# block 1

<file path="config.mk">
export PLATFORM = sky130hd
export DESIGN_NAME = csr_neighbor_fetcher
export DESIGN_NICKNAME = d
export VERILOG_FILES = /design/src/rtl/csr_neighbor_fetcher.sv
export SDC_FILE = /design/constraint.sdc
export NUM_CORES = 1
export LEC_CHECK = 0
export ABC_AREA = 1
export CAP_MARGIN = 20
export CORE_ASPECT_RATIO = 0.6
export CORE_MARGIN = 2
export CORE_UTILIZATION = 30
export DETAILED_ROUTE_END_ITERATION = 8
export DONT_BUFFER_PORTS = 1
export GPL_TIMING_DRIVEN = 0
export PLACE_DENSITY_LB_ADDON = 0.2
export SLEW_MARGIN = 20
export SYNTH_ARGS = -nofsm -noshare
export SYNTH_HDL_FRONTEND = slang
export SYNTH_SLANG_ARGS = --single-unit
</file>
<file path="constraint.sdc">
create_clock -name clk_in -period 14.38 [get_ports clk_in]
set_input_delay 2.876 -clock clk_in [delete_from_list [all_inputs] [get_ports clk_in]]
set_output_delay 2.876 -clock clk_in [all_outputs]
set_load 0.05 [all_outputs]
</file>
<file path="src/rtl/csr_neighbor_fetcher.sv">
`default_nettype none
// ============================================================================
// Module   : csr_neighbor_fetcher
// Purpose  : Expands one vertex of a CSR graph. Reads rowidx[v] and
//            rowidx[v+1] from the index memory, then fetches every edge entry
//            in [start, end) over two data read ports (A takes even offsets,
//            B the next one). Neighbour ids stream out in ascending address
//            order through a small dual-enqueue FIFO.
// Ports    : clk_in/rst_in          clock, synchronous active-high reset
//            req_*                  vertex request (accepted only in IDLE)
//            nbr_*                  neighbour stream (valid/ready, last tag)
//            done_out               one-cycle pulse at end of an expansion
//            idx_*/rowidx_*         index memory request/response
//            data_*a / data_*b      edge memory ports A and B
// Revision : 1.0  initial release
// ============================================================================
module csr_neighbor_fetcher #(
  parameter int PROC_BITS = 4,
  parameter int PROC_ID   = 0,
  parameter int OUT_DEPTH = 8
) (
  input  logic                   clk_in,
  input  logic                   rst_in,
  input  logic [31:0]            req_vertex,
  input  logic                   req_valid,
  output logic                   req_ready,
  output logic [31:0]            nbr_out,
  output logic                   nbr_valid,
  input  logic                   nbr_ready,
  output logic                   nbr_last,
  output logic                   done_out,
  output logic [32+PROC_BITS-1:0] idx_addr,
  output logic                   idx_validin,
  input  logic [31:0]            rowidx_in,
  input  logic                   rowidx_valid_in,
  output logic [32+PROC_BITS-1:0] data_addra,
  output logic [32+PROC_BITS-1:0] data_addrb,
  output logic                   data_validina,
  output logic                   data_validinb,
  input  logic [31:0]            data_ina,
  input  logic [31:0]            data_inb,
  input  logic                   data_valid_ina,
  input  logic                   data_valid_inb
);

  localparam int c_AW = $clog2(OUT_DEPTH);
  localparam int c_CW = c_AW + 1;
  localparam logic [PROC_BITS-1:0] c_PROC  = PROC_BITS'(PROC_ID);
  localparam logic [c_CW:0]        c_DEPTH = (c_CW+1)'(OUT_DEPTH);
  localparam logic [c_CW:0]        c_TWO   = (c_CW+1)'(2);

  typedef enum logic [2:0] {
    S_IDLE    = 3'd0,
    S_P0_REQ  = 3'd1,
    S_P0_WAIT = 3'd2,
    S_P1_REQ  = 3'd3,
    S_P1_WAIT = 3'd4,
    S_STREAM  = 3'd5,
    S_DRAIN   = 3'd6,
    S_FIN     = 3'd7
  } state_t;

  state_t            r_state;
  logic [31:0]       r_vertex;
  logic [31:0]       r_start;
  logic [31:0]       r_end;
  logic [31:0]       r_cur;
  logic [31:0]       r_resp_addr;   // word index of the next response to land
  logic [c_CW-1:0]   r_inflight;
  logic [c_CW-1:0]   r_count;
  logic [c_AW-1:0]   r_wptr;
  logic [c_AW-1:0]   r_rptr;
  logic [32:0]       r_mem [OUT_DEPTH];   // {last, neighbour id}

  logic [31:0]       w_cur_p1;
  logic              w_credit_ok;
  logic              w_issue_a;
  logic              w_issue_b;
  logic              w_resp_ok;
  logic              w_enq_a;
  logic              w_enq_b;
  logic              w_deq;
  logic              w_last_a;
  logic              w_last_b;
  logic [c_AW-1:0]   w_wptr_b;

  assign w_cur_p1 = r_cur + 32'd1;

  // Credit counts reads already issued but not returned as well as entries
  // sitting in the FIFO, so every returning beat is guaranteed a slot.
  assign w_credit_ok = ({1'b0, r_inflight} + {1'b0, r_count} + c_TWO) <= c_DEPTH;
  assign w_issue_a   = (r_state == S_STREAM) && (r_cur != r_end) && w_credit_ok;
  assign w_issue_b   = w_issue_a && (w_cur_p1 < r_end);

  // Responses outside an active fetch (e.g. stragglers after a reset) are dropped.
  assign w_resp_ok = (r_state == S_STREAM) || (r_state == S_DRAIN);
  assign w_enq_a   = w_resp_ok && data_valid_ina;
  assign w_enq_b   = w_resp_ok && data_valid_inb;
  assign w_deq     = nbr_valid && nbr_ready;

  // Responses return in issue order, so the address of each beat is implied.
  assign w_last_a = (r_resp_addr == (r_end - 32'd1));
  assign w_last_b = ((r_resp_addr + 32'(w_enq_a)) == (r_end - 32'd1));
  assign w_wptr_b = r_wptr + c_AW'(w_enq_a);

  assign req_ready = (r_state == S_IDLE);
  assign nbr_valid = (r_count != '0);
  assign nbr_out   = r_mem[r_rptr][31:0];
  assign nbr_last  = nbr_valid && r_mem[r_rptr][32];

  always_ff @(posedge clk_in) begin
    if (w_enq_a) r_mem[r_wptr]   <= {w_last_a, data_ina};
    if (w_enq_b) r_mem[w_wptr_b] <= {w_last_b, data_inb};
  end

  always_ff @(posedge clk_in) begin
    if (rst_in) begin
      r_state       <= S_IDLE;
      r_vertex      <= '0;
      r_start       <= '0;
      r_end         <= '0;
      r_cur         <= '0;
      r_resp_addr   <= '0;
      r_inflight    <= '0;
      r_count       <= '0;
      r_wptr        <= '0;
      r_rptr        <= '0;
      done_out      <= 1'b0;
      idx_addr      <= '0;
      idx_validin   <= 1'b0;
      data_addra    <= '0;
      data_addrb    <= '0;
      data_validina <= 1'b0;
      data_validinb <= 1'b0;
    end else begin
      idx_validin   <= 1'b0;
      data_validina <= 1'b0;
      data_validinb <= 1'b0;
      done_out      <= 1'b0;

      r_inflight  <= r_inflight + c_CW'(w_issue_a) + c_CW'(w_issue_b)
                     - c_CW'(w_enq_a) - c_CW'(w_enq_b);
      r_count     <= r_count + c_CW'(w_enq_a) + c_CW'(w_enq_b) - c_CW'(w_deq);
      r_wptr      <= r_wptr + c_AW'(w_enq_a) + c_AW'(w_enq_b);
      r_rptr      <= r_rptr + c_AW'(w_deq);
      r_resp_addr <= r_resp_addr + 32'(w_enq_a) + 32'(w_enq_b);

      case (r_state)
        S_IDLE: begin
          if (req_valid) begin
            r_vertex    <= req_vertex;
            idx_addr    <= {c_PROC, req_vertex};
            idx_validin <= 1'b1;
            r_state     <= S_P0_REQ;
          end
        end
        S_P0_REQ: r_state <= S_P0_WAIT;
        S_P0_WAIT: begin
          if (rowidx_valid_in) begin
            r_start     <= rowidx_in;
            idx_addr    <= {c_PROC, r_vertex + 32'd1};
            idx_validin <= 1'b1;
            r_state     <= S_P1_REQ;
          end
        end
        S_P1_REQ: r_state <= S_P1_WAIT;
        S_P1_WAIT: begin
          if (rowidx_valid_in) begin
            r_end       <= rowidx_in;
            r_cur       <= r_start;
            r_resp_addr <= r_start;
            // A descending pointer pair is handled as an empty row.
            if (rowidx_in <= r_start) begin
              done_out <= 1'b1;
              r_state  <= S_FIN;
            end else begin
              r_state  <= S_STREAM;
            end
          end
        end
        S_STREAM: begin
          if (r_cur == r_end) begin
            r_state <= S_DRAIN;
          end else begin
            if (w_issue_a) begin
              data_addra    <= {c_PROC, r_cur};
              data_validina <= 1'b1;
            end
            if (w_issue_b) begin
              data_addrb    <= {c_PROC, w_cur_p1};
              data_validinb <= 1'b1;
            end
            r_cur <= r_cur + 32'(w_issue_a) + 32'(w_issue_b);
          end
        end
        S_DRAIN: begin
          if ((r_inflight == '0) && (r_count == '0)) begin
            done_out <= 1'b1;
            r_state  <= S_FIN;
          end
        end
        S_FIN:   r_state <= S_IDLE;
        default: r_state <= S_IDLE;
      endcase
    end
  end

endmodule
`default_nettype wire

</file>
# block 2

--- config.mk ---
export PLATFORM = sky130hd
export DESIGN_NAME = seg7_scan_display_flat
export DESIGN_NICKNAME = d
export VERILOG_FILES = /design/src/rtl/seg7_scan_display_pkg.sv /design/src/rtl/seg7_scan_display_if.sv /design/src/rtl/seg7_scan_display_bcd_to_seg7.sv /design/src/rtl/seg7_scan_display.sv /design/src/flat_wrapper.sv
export SDC_FILE = /design/constraint.sdc
export NUM_CORES = 1
export LEC_CHECK = 0
export ABC_AREA = 1
export CORE_ASPECT_RATIO = 1.1
export CORE_MARGIN = 1
export CORE_UTILIZATION = 57
export DETAILED_ROUTE_END_ITERATION = 10
export PLACE_DENSITY = 0.8
export SLEW_MARGIN = 10
export SYNTH_ARGS = -nofsm -noshare
export SYNTH_HDL_FRONTEND = slang
export SYNTH_SLANG_ARGS = --single-unit
--- constraint.sdc ---
create_clock -name clk -period 1.95 [get_ports clk]
set_clock_uncertainty 0.1 [all_clocks]
set_input_delay 0.195 -clock clk [delete_from_list [all_inputs] [get_ports clk]]
set_output_delay 0.195 -clock clk [all_outputs]
set_load 0.02 [all_outputs]
--- src/rtl/seg7_scan_display_pkg.sv ---
// Shared constants and types for the 4-digit seven-segment scan driver.
// Segment patterns are active-low, bit order g,f,e,d,c,b,a.
package seg7_scan_display_pkg;

  localparam logic [6:0] SEG_0    = 7'b1000000;
  localparam logic [6:0] SEG_1    = 7'b1111001;
  localparam logic [6:0] SEG_2    = 7'b0100100;
  localparam logic [6:0] SEG_3    = 7'b0110000;
  localparam logic [6:0] SEG_4    = 7'b0011001;
  localparam logic [6:0] SEG_5    = 7'b0010010;
  localparam logic [6:0] SEG_6    = 7'b0000010;
  localparam logic [6:0] SEG_7    = 7'b1111000;
  localparam logic [6:0] SEG_8    = 7'b0000000;
  localparam logic [6:0] SEG_9    = 7'b0010000;
  localparam logic [6:0] SEG_DASH = 7'b0111111;
  localparam logic [6:0] SEG_OFF  = 7'h7F;
  localparam logic [3:0] AN_OFF   = 4'hF;

  typedef logic [1:0] slot_t;

  typedef struct packed {
    logic [3:0] an;
    logic [6:0] seg;
    logic       dp;
  } disp_out_t;

  localparam disp_out_t DISP_OFF = '{an: AN_OFF, seg: SEG_OFF, dp: 1'b1};

  // Active-low one-hot anode strobe for a slot.
  function automatic logic [3:0] an_strobe(input slot_t idx);
    return ~(4'b0001 << idx);
  endfunction

endpackage

--- src/rtl/seg7_scan_display_if.sv ---
// Display bundle: BCD digits and display options in, strobed anode/segment lines out.
interface seg7_scan_display_if;

  logic [15:0] digits;
  logic        blank_lz;
  logic        blink_en;
  logic [3:0]  dp_mask;
  logic [3:0]  an;
  logic [6:0]  seg;
  logic        dp;

  modport master (
    output digits, blank_lz, blink_en, dp_mask,
    input  an, seg, dp
  );

  modport slave (
    input  digits, blank_lz, blink_en, dp_mask,
    output an, seg, dp
  );

endinterface

--- src/rtl/seg7_scan_display_bcd_to_seg7.sv ---
// Combinational BCD to active-low seven-segment decoder; non-BCD codes show a dash.
module seg7_scan_display_bcd_to_seg7
  import seg7_scan_display_pkg::*;
(
  input  logic [3:0] i_bcd,
  output logic [6:0] o_seg
);

  always_comb begin
    o_seg = SEG_DASH;
    case (i_bcd)
      4'd0:    o_seg = SEG_0;
      4'd1:    o_seg = SEG_1;
      4'd2:    o_seg = SEG_2;
      4'd3:    o_seg = SEG_3;
      4'd4:    o_seg = SEG_4;
      4'd5:    o_seg = SEG_5;
      4'd6:    o_seg = SEG_6;
      4'd7:    o_seg = SEG_7;
      4'd8:    o_seg = SEG_8;
      4'd9:    o_seg = SEG_9;
      default: o_seg = SEG_DASH;
    endcase
  end

endmodule

--- src/rtl/seg7_scan_display.sv ---
// Time-multiplexed driver for a 4-digit common-anode display with leading-zero
// blanking, whole-display blink and per-digit decimal point.
module seg7_scan_display
  import seg7_scan_display_pkg::*;
#(
  parameter int unsigned REFRESH_DIV = 100_000,
  parameter int unsigned BLINK_DIV   = 50_000_000
) (
  input  logic clk,
  input  logic rst,
  seg7_scan_display_if.slave bus
);

  localparam int unsigned RefW   = (REFRESH_DIV > 1) ? $clog2(REFRESH_DIV) : 1;
  localparam int unsigned BlinkW = (BLINK_DIV > 1) ? $clog2(BLINK_DIV) : 1;
  localparam logic [RefW-1:0]   RefLast   = RefW'(REFRESH_DIV - 1);
  localparam logic [BlinkW-1:0] BlinkLast = BlinkW'(BLINK_DIV - 1);

  logic [RefW-1:0]   r_refresh_cnt;
  slot_t             r_idx;
  logic [BlinkW-1:0] r_blink_cnt;
  logic              r_blink_phase;
  disp_out_t         r_out;

  logic [3:0] w_nibble;
  logic [6:0] w_seg;
  logic [3:0] w_zero_from;
  logic       w_blank;
  logic       w_dark;
  disp_out_t  w_next;

  seg7_scan_display_bcd_to_seg7 u_dec (
    .i_bcd (w_nibble),
    .o_seg (w_seg)
  );

  always_comb begin
    w_nibble = bus.digits[{r_idx, 2'b00} +: 4];

    // w_zero_from[i]: nibble i and every nibble above it are zero.
    w_zero_from[3] = (bus.digits[15:12] == 4'd0);
    w_zero_from[2] = w_zero_from[3] && (bus.digits[11:8] == 4'd0);
    w_zero_from[1] = w_zero_from[2] && (bus.digits[7:4] == 4'd0);
    w_zero_from[0] = w_zero_from[1] && (bus.digits[3:0] == 4'd0);

    w_blank = bus.blank_lz && (r_idx != 2'd0) && w_zero_from[r_idx];
    w_dark  = bus.blink_en && !r_blink_phase;

    w_next = DISP_OFF;
    if (!w_blank && !w_dark) begin
      w_next.an  = an_strobe(r_idx);
      w_next.seg = w_seg;
      w_next.dp  = ~bus.dp_mask[r_idx];
    end
  end

  always_ff @(posedge clk or posedge rst) begin
    if (rst) begin
      r_refresh_cnt <= '0;
      r_idx         <= 2'd0;
    end else if (r_refresh_cnt == RefLast) begin
      r_refresh_cnt <= '0;
      r_idx         <= r_idx + 2'd1;
    end else begin
      r_refresh_cnt <= r_refresh_cnt + RefW'(1);
    end
  end

  // Holding the phase visible while disabled gives a full lit half-period on enable.
  always_ff @(posedge clk or posedge rst) begin
    if (rst) begin
      r_blink_cnt   <= '0;
      r_blink_phase <= 1'b1;
    end else if (!bus.blink_en) begin
      r_blink_cnt   <= '0;
      r_blink_phase <= 1'b1;
    end else if (r_blink_cnt == BlinkLast) begin
      r_blink_cnt   <= '0;
      r_blink_phase <= ~r_blink_phase;
    end else begin
      r_blink_cnt <= r_blink_cnt + BlinkW'(1);
    end
  end

  always_ff @(posedge clk or posedge rst) begin
    if (rst) begin
      r_out <= DISP_OFF;
    end else begin
      r_out <= w_next;
    end
  end

  assign bus.an  = r_out.an;
  assign bus.seg = r_out.seg;
  assign bus.dp  = r_out.dp;

endmodule

--- src/flat_wrapper.sv ---
// flat-port wrapper written by rule: the top's interface ports become plain ports
module seg7_scan_display_flat import seg7_scan_display_pkg::*;
#(
  parameter int unsigned REFRESH_DIV = 100_000,
  parameter int unsigned BLINK_DIV   = 50_000_000
)
  (clk, rst, bus_digits, bus_blank_lz, bus_blink_en, bus_dp_mask, bus_an, bus_seg, bus_dp);
  seg7_scan_display_if bus_i ();
  input  logic clk;
  input  logic rst;
  input wire logic [$bits(bus_i.digits)-1:0] bus_digits;
  input wire logic [$bits(bus_i.blank_lz)-1:0] bus_blank_lz;
  input wire logic [$bits(bus_i.blink_en)-1:0] bus_blink_en;
  input wire logic [$bits(bus_i.dp_mask)-1:0] bus_dp_mask;
  output wire logic [$bits(bus_i.an)-1:0] bus_an;
  output wire logic [$bits(bus_i.seg)-1:0] bus_seg;
  output wire logic [$bits(bus_i.dp)-1:0] bus_dp;
  assign bus_i.digits = bus_digits;
  assign bus_i.blank_lz = bus_blank_lz;
  assign bus_i.blink_en = bus_blink_en;
  assign bus_i.dp_mask = bus_dp_mask;
  assign bus_an = bus_i.an;
  assign bus_seg = bus_i.seg;
  assign bus_dp = bus_i.dp;
  seg7_scan_display #(.REFRESH_DIV(REFRESH_DIV), .BLINK_DIV(BLINK_DIV)) u_core (.clk(clk), .rst(rst), .bus(bus_i));
endmodule
# block 3

**config.mk**
```make
export PLATFORM = sky130hd
export DESIGN_NAME = hazard_ctrl
export DESIGN_NICKNAME = d
export VERILOG_FILES = /design/src/rtl/hazard_ctrl.sv
export SDC_FILE = /design/constraint.sdc
export NUM_CORES = 1
export LEC_CHECK = 0
export ABC_AREA = 1
export CAP_MARGIN = 15
export CORE_UTILIZATION = 48
export CTS_CLUSTER_SIZE = 14
export DETAILED_ROUTE_END_ITERATION = 10
export GPL_ROUTABILITY_DRIVEN = 0
export PLACE_DENSITY = 0.8
export SETUP_SLACK_MARGIN = 0.05
export SLEW_MARGIN = 20
export SYNTH_ARGS = -nofsm -noshare
export SYNTH_HDL_FRONTEND = slang
export SYNTH_SLANG_ARGS = --single-unit
```
**constraint.sdc**
```tcl
create_clock -name clk_i -period 2.1 [get_ports clk_i]
set_clock_uncertainty 0.15 [all_clocks]
set_input_delay 0.315 -clock clk_i [delete_from_list [all_inputs] [get_ports clk_i]]
set_output_delay 0.315 -clock clk_i [all_outputs]
set_load 0.01 [all_outputs]
```
**src/rtl/hazard_ctrl.sv**
```systemverilog
// rtl/hazard_ctrl.sv - load-use / MDU / branch hazard controller with saturating event counters
module hazard_ctrl #(
    parameter int AW      = 5,
    parameter int MEM_LAT = 1,
    parameter int MDU_LAT = 4,
    parameter int CNT_W   = 16
) (
    input  logic             clk_i,
    input  logic             rst_i,
    input  logic             ex_memread_i,
    input  logic [AW-1:0]    ex_rt_i,
    input  logic [AW-1:0]    id_rs_i,
    input  logic [AW-1:0]    id_rt_i,
    input  logic             id_uses_rt_i,
    input  logic             branch_taken_i,
    input  logic             mdu_start_i,
    input  logic             clr_cnt_i,
    output logic             pc_stall_o,
    output logic             if_id_stall_o,
    output logic             id_ex_stall_o,
    output logic             if_flush_o,
    output logic             id_flush_o,
    output logic             ex_flush_o,
    output logic [CNT_W-1:0] stall_cnt_o,
    output logic [CNT_W-1:0] flush_cnt_o
);

    localparam int MAX_LAT = (MEM_LAT > MDU_LAT) ? MEM_LAT : MDU_LAT;
    localparam int REM_W   = (MAX_LAT > 1) ? $clog2(MAX_LAT) : 1;

    // rem counts the cycles still to go after the current one, minus one,
    // so the entry cycle in IDLE plus (rem+1) busy cycles equals the latency.
    localparam logic [REM_W-1:0] LOAD_INIT = REM_W'((MEM_LAT > 1) ? MEM_LAT - 2 : 0);
    localparam logic [REM_W-1:0] MDU_INIT  = REM_W'((MDU_LAT > 1) ? MDU_LAT - 2 : 0);
    localparam logic             LOAD_LONG = (MEM_LAT > 1);
    localparam logic             MDU_LONG  = (MDU_LAT > 1);

    typedef enum logic [1:0] {
        IDLE      = 2'd0,
        LOAD_WAIT = 2'd1,
        MDU_BUSY  = 2'd2
    } state_t;

    state_t           state;
    state_t           state_nxt;
    logic [REM_W-1:0] rem;
    logic [REM_W-1:0] rem_nxt;
    logic             load_use_hit;
    logic             flush_evt;

    assign load_use_hit = ex_memread_i && (ex_rt_i != '0) &&
                          ((ex_rt_i == id_rs_i) || (id_uses_rt_i && (ex_rt_i == id_rt_i)));

    // State and remaining-cycle register; reset aborts any stall in progress.
    always_ff @(posedge clk_i) begin
        if (rst_i) begin
            state <= IDLE;
            rem   <= '0;
        end else begin
            state <= state_nxt;
            rem   <= rem_nxt;
        end
    end

    // Next state and combinational pipeline controls; everything is forced low during reset.
    always_comb begin
        state_nxt     = state;
        rem_nxt       = rem;
        pc_stall_o    = 1'b0;
        if_id_stall_o = 1'b0;
        id_ex_stall_o = 1'b0;
        if_flush_o    = 1'b0;
        id_flush_o    = 1'b0;
        ex_flush_o    = 1'b0;
        flush_evt     = 1'b0;
        if (!rst_i) begin
            if (branch_taken_i) begin
                // A taken branch wins everywhere and always lands back in IDLE.
                if_flush_o = 1'b1;
                id_flush_o = 1'b1;
                ex_flush_o = 1'b1;
                flush_evt  = 1'b1;
                state_nxt  = IDLE;
                rem_nxt    = '0;
            end else begin
                case (state)
                    IDLE: begin
                        if (mdu_start_i) begin
                            pc_stall_o    = 1'b1;
                            if_id_stall_o = 1'b1;
                            id_ex_stall_o = 1'b1;
                            ex_flush_o    = 1'b1;
                            if (MDU_LONG) begin
                                state_nxt = MDU_BUSY;
                                rem_nxt   = MDU_INIT;
                            end
                        end else if (load_use_hit) begin
                            pc_stall_o    = 1'b1;
                            if_id_stall_o = 1'b1;
                            id_flush_o    = 1'b1;
                            if (LOAD_LONG) begin
                                state_nxt = LOAD_WAIT;
                                rem_nxt   = LOAD_INIT;
                            end
                        end
                    end
                    LOAD_WAIT: begin
                        pc_stall_o    = 1'b1;
                        if_id_stall_o = 1'b1;
                        id_flush_o    = 1'b1;
                        if (rem == '0) begin
                            state_nxt = IDLE;
                        end else begin
                            rem_nxt = rem - 1'b1;
                        end
                    end
                    MDU_BUSY: begin
                        pc_stall_o    = 1'b1;
                        if_id_stall_o = 1'b1;
                        id_ex_stall_o = 1'b1;
                        ex_flush_o    = 1'b1;
                        if (rem == '0) begin
                            state_nxt = IDLE;
                        end else begin
                            rem_nxt = rem - 1'b1;
                        end
                    end
                    default: begin
                        state_nxt = IDLE;
                        rem_nxt   = '0;
                    end
                endcase
            end
        end
    end

    // Stall-cycle counter: saturates at all-ones, clear wins over increment.
    always_ff @(posedge clk_i) begin
        if (rst_i || clr_cnt_i) begin
            stall_cnt_o <= '0;
        end else if (pc_stall_o && (stall_cnt_o != '1)) begin
            stall_cnt_o <= stall_cnt_o + CNT_W'(1);
        end
    end

    // Branch-flush event counter: saturates at all-ones, clear wins over increment.
    always_ff @(posedge clk_i) begin
        if (rst_i || clr_cnt_i) begin
            flush_cnt_o <= '0;
        end else if (flush_evt && (flush_cnt_o != '1)) begin
            flush_cnt_o <= flush_cnt_o + CNT_W'(1);
        end
    end

endmodule

```
Block 1, cell sizes after repair:
Scale bar: 100 um.
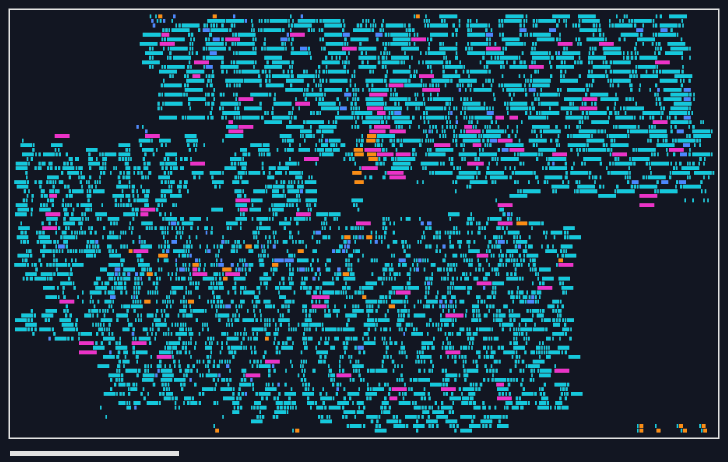
Key: cyan = _0 and _1 cells [cells 3946]; blue = _2 cells [cells 122]; orange = _3 and _4 cells [cells 39]; magenta = _6 and larger [cells 92]
Design Area, Final: 35300 um^2
area delta synth->final: 14.1%
slack of the critical path: 5.43 ns

Block 1, clock nets:
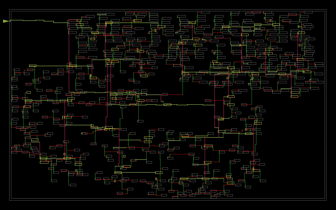
count of clock tree sinks: 541
Fin Clk Skew: 0.0314 ns

==> ds_physical_params.txt, block 1 <==
Implementation parameters

Parameter                              Value

Global routing
  Maximum number of pins on one net before global-route repair    19
  GR Util met1    41.1%

Pwr
  Largest power group    registers
  Pwr Total    0.00440 W
  Switching component of the power    0.00158 W
  Power dissipated in combinational cells    0.00106 W

Detailed routing
  Routed length on met3    17.2 mm
  Detail Route met2 WL    50.4 mm
  Routed via count divided by cell count    5.34
  Pre-Repair DR Iteration Count    5
  Via count    29665

Placed design
  Number of port buffers    0

Final timing
  Slew at the pin closest to its max-slew limit    1.18 ns

Synth
  Mapped cell area    30900 um^2
  Post-synth regs    541
  Post-synth tally of flip-flops with integrated enable    264
  Most instantiated cells after synthesis    782 x nand2_1, 638 x o21ai_0, 473 x nor2_1

Layout
  Layout cell share with drive strength beyond 1    6.03%
  Max reg flops    264

CTS
  CTS hold repair buffers    0

Outcome
  Result of the run    completed

Min path
  Hold path startpoint    r_vertex[31]

Worst setup path
  R2R Path End    r_cur[24]
[block 1: layout make-up]
type                    count  area share (%)
diodes                      7          0.0497
clock buffers              80            4.64
flip-flops and latches    541            38.2
repair buffers             15            1.03
well taps                1348            4.78
inverters                 386            4.11
multi-input cells        2900            43.3
clock inverters            24           0.930
plain buffers             253            2.91
[block 1: cell families after synthesis]
logic type               Yosys count  share of synthesized area, %
AND-OR/OR-AND                   1050                          18.0
XOR/XNOR                         170                          4.87
adder cells (fa/ha/maj)           99                          4.13
buffers and inverters            639                          8.00
flip-flops                       541                          43.6
other                              1                        0.0121
AND/OR/NAND/NOR                 1569                          21.4
[block 1: metrics by stage]
stage | setup WS (ns) | hold slack [ns] | cells | instance area (um^2)
2_1_floorplan | 8.35 | 0.447 | 4080 | 30900
3_3_place_gp | 4.91 | 0.469 | 5428 | 32600
3_5_place_dp | 6.04 | 0.472 | 5443 | 33300
4_1_cts | 5.99 | 0.484 | 5547 | 35200
5_1_grt | 5.04 | 0.528 | 5549 | 35200
6_report | 5.43 | 0.483 | 5554 | 35300
[block 1: worst min-delay path: stages (launching register included)]
cell and delay (ns):
dfxtp_1 0.30, inv_1 0.08, a21oi_1 0.06
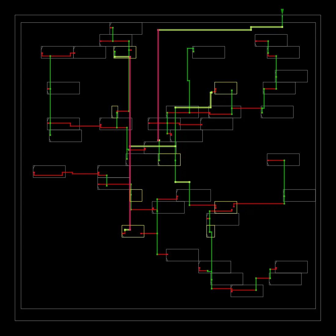
Block 3: clock nets
power in the clock group: 0.000484 W
count of clock tree sinks: 35
cts bufs inserted: 5
clk ins delay skew pair: 0.29 ns

==> ds_physical_params.txt, block 3 <==
Implementation parameters

Parameter                              Value

Layout
  Seq cells    35
  Utilization after layout    70.5%
  Plain + repair buffers    84
  Clock buffer count    6
  Layout cell share with drive strength beyond 1    14.9%
  Final antenna diode count    0

Synth
  Portion of synthesized cell area occupied by the leading cell type    31.8%
  # Cells Yosys    325
  Post-synth tally of flip-flops with integrated enable    0

Final timing
  Setup TNS    0 ns
  Slew at the pin closest to its max-slew limit    0.328 ns
  Hold Vio Cnt, Final    0

Pwr
  Clock group share of total power    35.7%
  Internal power contribution    0.00100 W

Floorplan
  Num rows    24

Global routing
  Overall routing resource usage    23.1%

Detailed routing
  Via count    2324
  Routed wirelength normalized by instance count    11.7 um

CTS
  Total number of H-tree levels    2
  Maximum clock path buffer count    2

Worst setup path
  CP delay by family, top    buffers and inverters
  Register-to-register setup slack    0.20 ns

Outcome
  Result of the run    completed
==> block 3: per-layer routing <==
layer,vias to the layer above,part of all wire [%],GRT usage [%]
met5,-,0,0
met4,0,1.2,7.33
met3,5,3.9,4.80
met2,57,47,38.2
met1,1054,48,30.2
li1,1208,-,-
==> block 3: tightest hold or removal path, delay by kind of cell, from the launching register on <==
family / cells / cell delay (ns)
and+or+nand+nor: 1 / 0.07
AOI/OAI and AO/OA: 1 / 0.06
DFF: 1 / 0.32
==> block 3: state kept, by name, indices dropped and copies added, names as in the netlist <==
name         flops
rem              2
stall_cnt_o     16
flush_cnt_o     16
state            1
==> block 3: final timing paths <==
| kind | startpoint | to | cells after the start |
|---|---|---|---|
| setup reg to reg | stall_cnt_o[1] | stall_cnt_o[10] | 8 |
| hold reg to reg | rem[0] | rem[0] | 2 |
| setup / recovery | id_rs_i[2] | if_id_stall_o | 8 |
| hold / removal | rem[0] | rem[0] | 2 |
==> block 3: what timing repair did <==
| item | 4_1_cts | 5_1_grt |
|---|---|---|
| setup endpoints to repair | 6 | 24 |
| gates cloned | 0 | 0 |
| pin swaps | 6 | 5 |
| setup buffers | 3 | 0 |
| resized | 28 | 6 |
Block 2, register map, names as in the netlist:
Scale bar: 20 um. Other sequential cells in the stronger grey, the rest of the logic in the fainter grey.
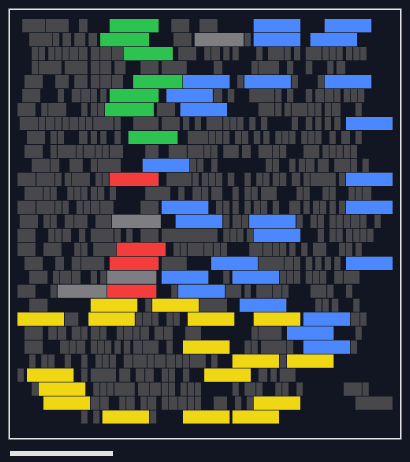
Key: yellow = `u_core.r_refresh_cnt` [placed flops 17]; red = `u_core.bus.an` [placed flops 4]; blue = `u_core.r_blink_cnt` [placed flops 26]; green = `u_core.bus.seg` [placed flops 7]
Another 4 sequential cells are not coloured.
register area: 1470 um^2
utilization after layout: 71.0%
power attributed to sequential cells: 0.00125 W
share of the final layout cell area in sequential cells: 35.9%

Block 2, cell sizes after repair:
Scale bar: 20 um.
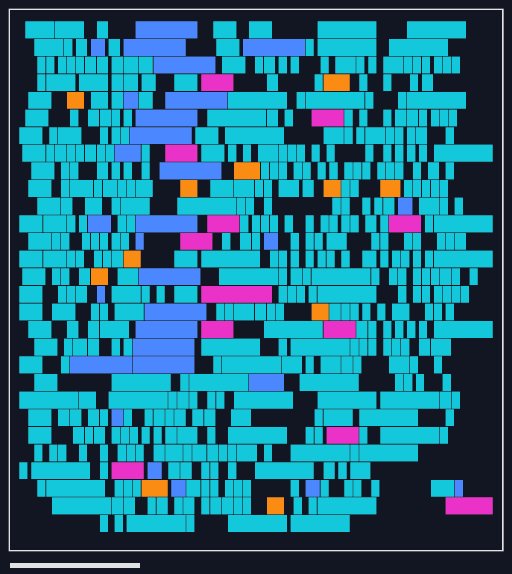
Key: cyan = _0 and _1 cells [cells 476]; magenta = _6 and larger [cells 12]; orange = _3 and _4 cells [cells 11]; blue = _2 cells [cells 29]
Design Area, Final: 4100 um^2
slack of the critical path: 0.161 ns

==> ds_physical_params.txt, block 2 <==
Implementation parameters

Parameter                              Value

Outcome
  Result of the run    completed

Layout
  Max reg flops    26
  Layout cell share with drive strength beyond 1    9.85%
  Largest reg by FF count    u_core.r_blink_cnt

Pwr
  Power dissipated in combinational cells    0.000234 W
  Largest power group    registers
  Power per cell area    634 nW/um^2

Worst setup path
  Critical Path Max Stage Delay    0.40 ns
  CP max-delay cell    dfrtp_1
  Buf/Inv on CP    0

Placed design
  Number of port buffers    35

CTS
  CTS tree    built
  Cts bufs inserted    9

Floorplan
  Die height    83.3 um
  Num rows    29

Global routing
  First-pass GRT wire length    12.7 mm
  Met2 usage in global routing    42.6%

Synth
  Post-synth area hogs    dfrtp_1 33%, nand2_1 15%, nor2_1 11%, dfstp_2 10%, inv_1 6.1%
  Unique cell type count in the Yosys netlist    30
  Portion of synthesized cell area occupied by the leading cell type    32.9%

Detailed routing
  Total Routed Length    7.28 mm
  Pre-Repair DR Iteration Count    4

Final timing
  Slew at the pin closest to its max-slew limit    0.417 ns
  Final setup vio count    0
  Final critical-path share of the clock period    91.8%

Job
  Tool warning count    33
block 2: cell usage in the layout (no fill, tap or decap):
master           count
nor2_4               2
o22ai_1              1
buf_4                4
a21boi_2             1
dfstp_2             13
dfrtp_2              2
inv_1               55
a21oi_1              5
or2_2                1
clkinv_4             1
dfrtp_1             43
nor3_1               7
bufinv_16            1
ha_1                10
nand2_1            135
xor2_1              12
clkinv_2             1
nor2_1             100
a21boi_0             1
clkinvlp_4           3
clkdlybuf4s50_1     35
nand2_4              1
buf_12               1
o211ai_1             1
nand3_1             42
clkbuf_8            10
inv_2                3
a21o_1               1
nand3b_1             3
o21ai_0              9
nand2_2              4
ha_2                 1
xnor2_1              7
nor2_2               2
nand3_2              1
nand4_1              9
block 2: stage by stage:
stage / worst slack (ns) / area, um^2 / util (%) / instances
after floorplan: 0.249 / 3420 / - / 476
after global placement: 0.159 / 3890 / 67.4 / 589
after detailed placement: 0.130 / 3890 / 67.4 / 589
after CTS: 0.148 / 4090 / 70.9 / 605
after global routing: -0.0105 / 4100 / 71.0 / 605
final: 0.161 / 4100 / 71.0 / 605
block 2: worst min-delay path: stages:
cell and delay (ns):
clkdlybuf4s50_1 0.41, inv_2 0.07, buf_12 0.26


## Gallery

I/O nets highlighted.
shot_01.png
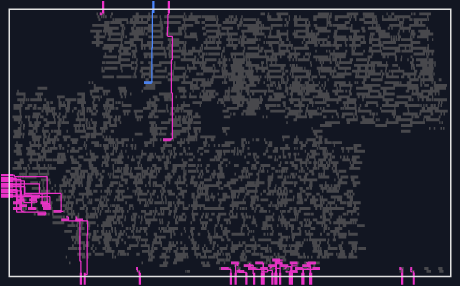
shot_02.png
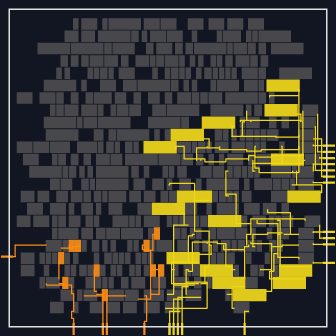
shot_03.png
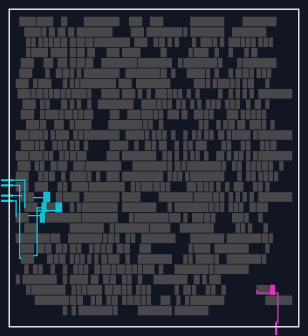
| picture | from |
|---|---|
| shot_03.png | block 2 |
| shot_01.png | block 1 |
| shot_02.png | block 3 |
- fewest cells: shot_02.png
- most cells: shot_01.png

Power figures rest on the tool's default switching activity, not on a simulated workload.
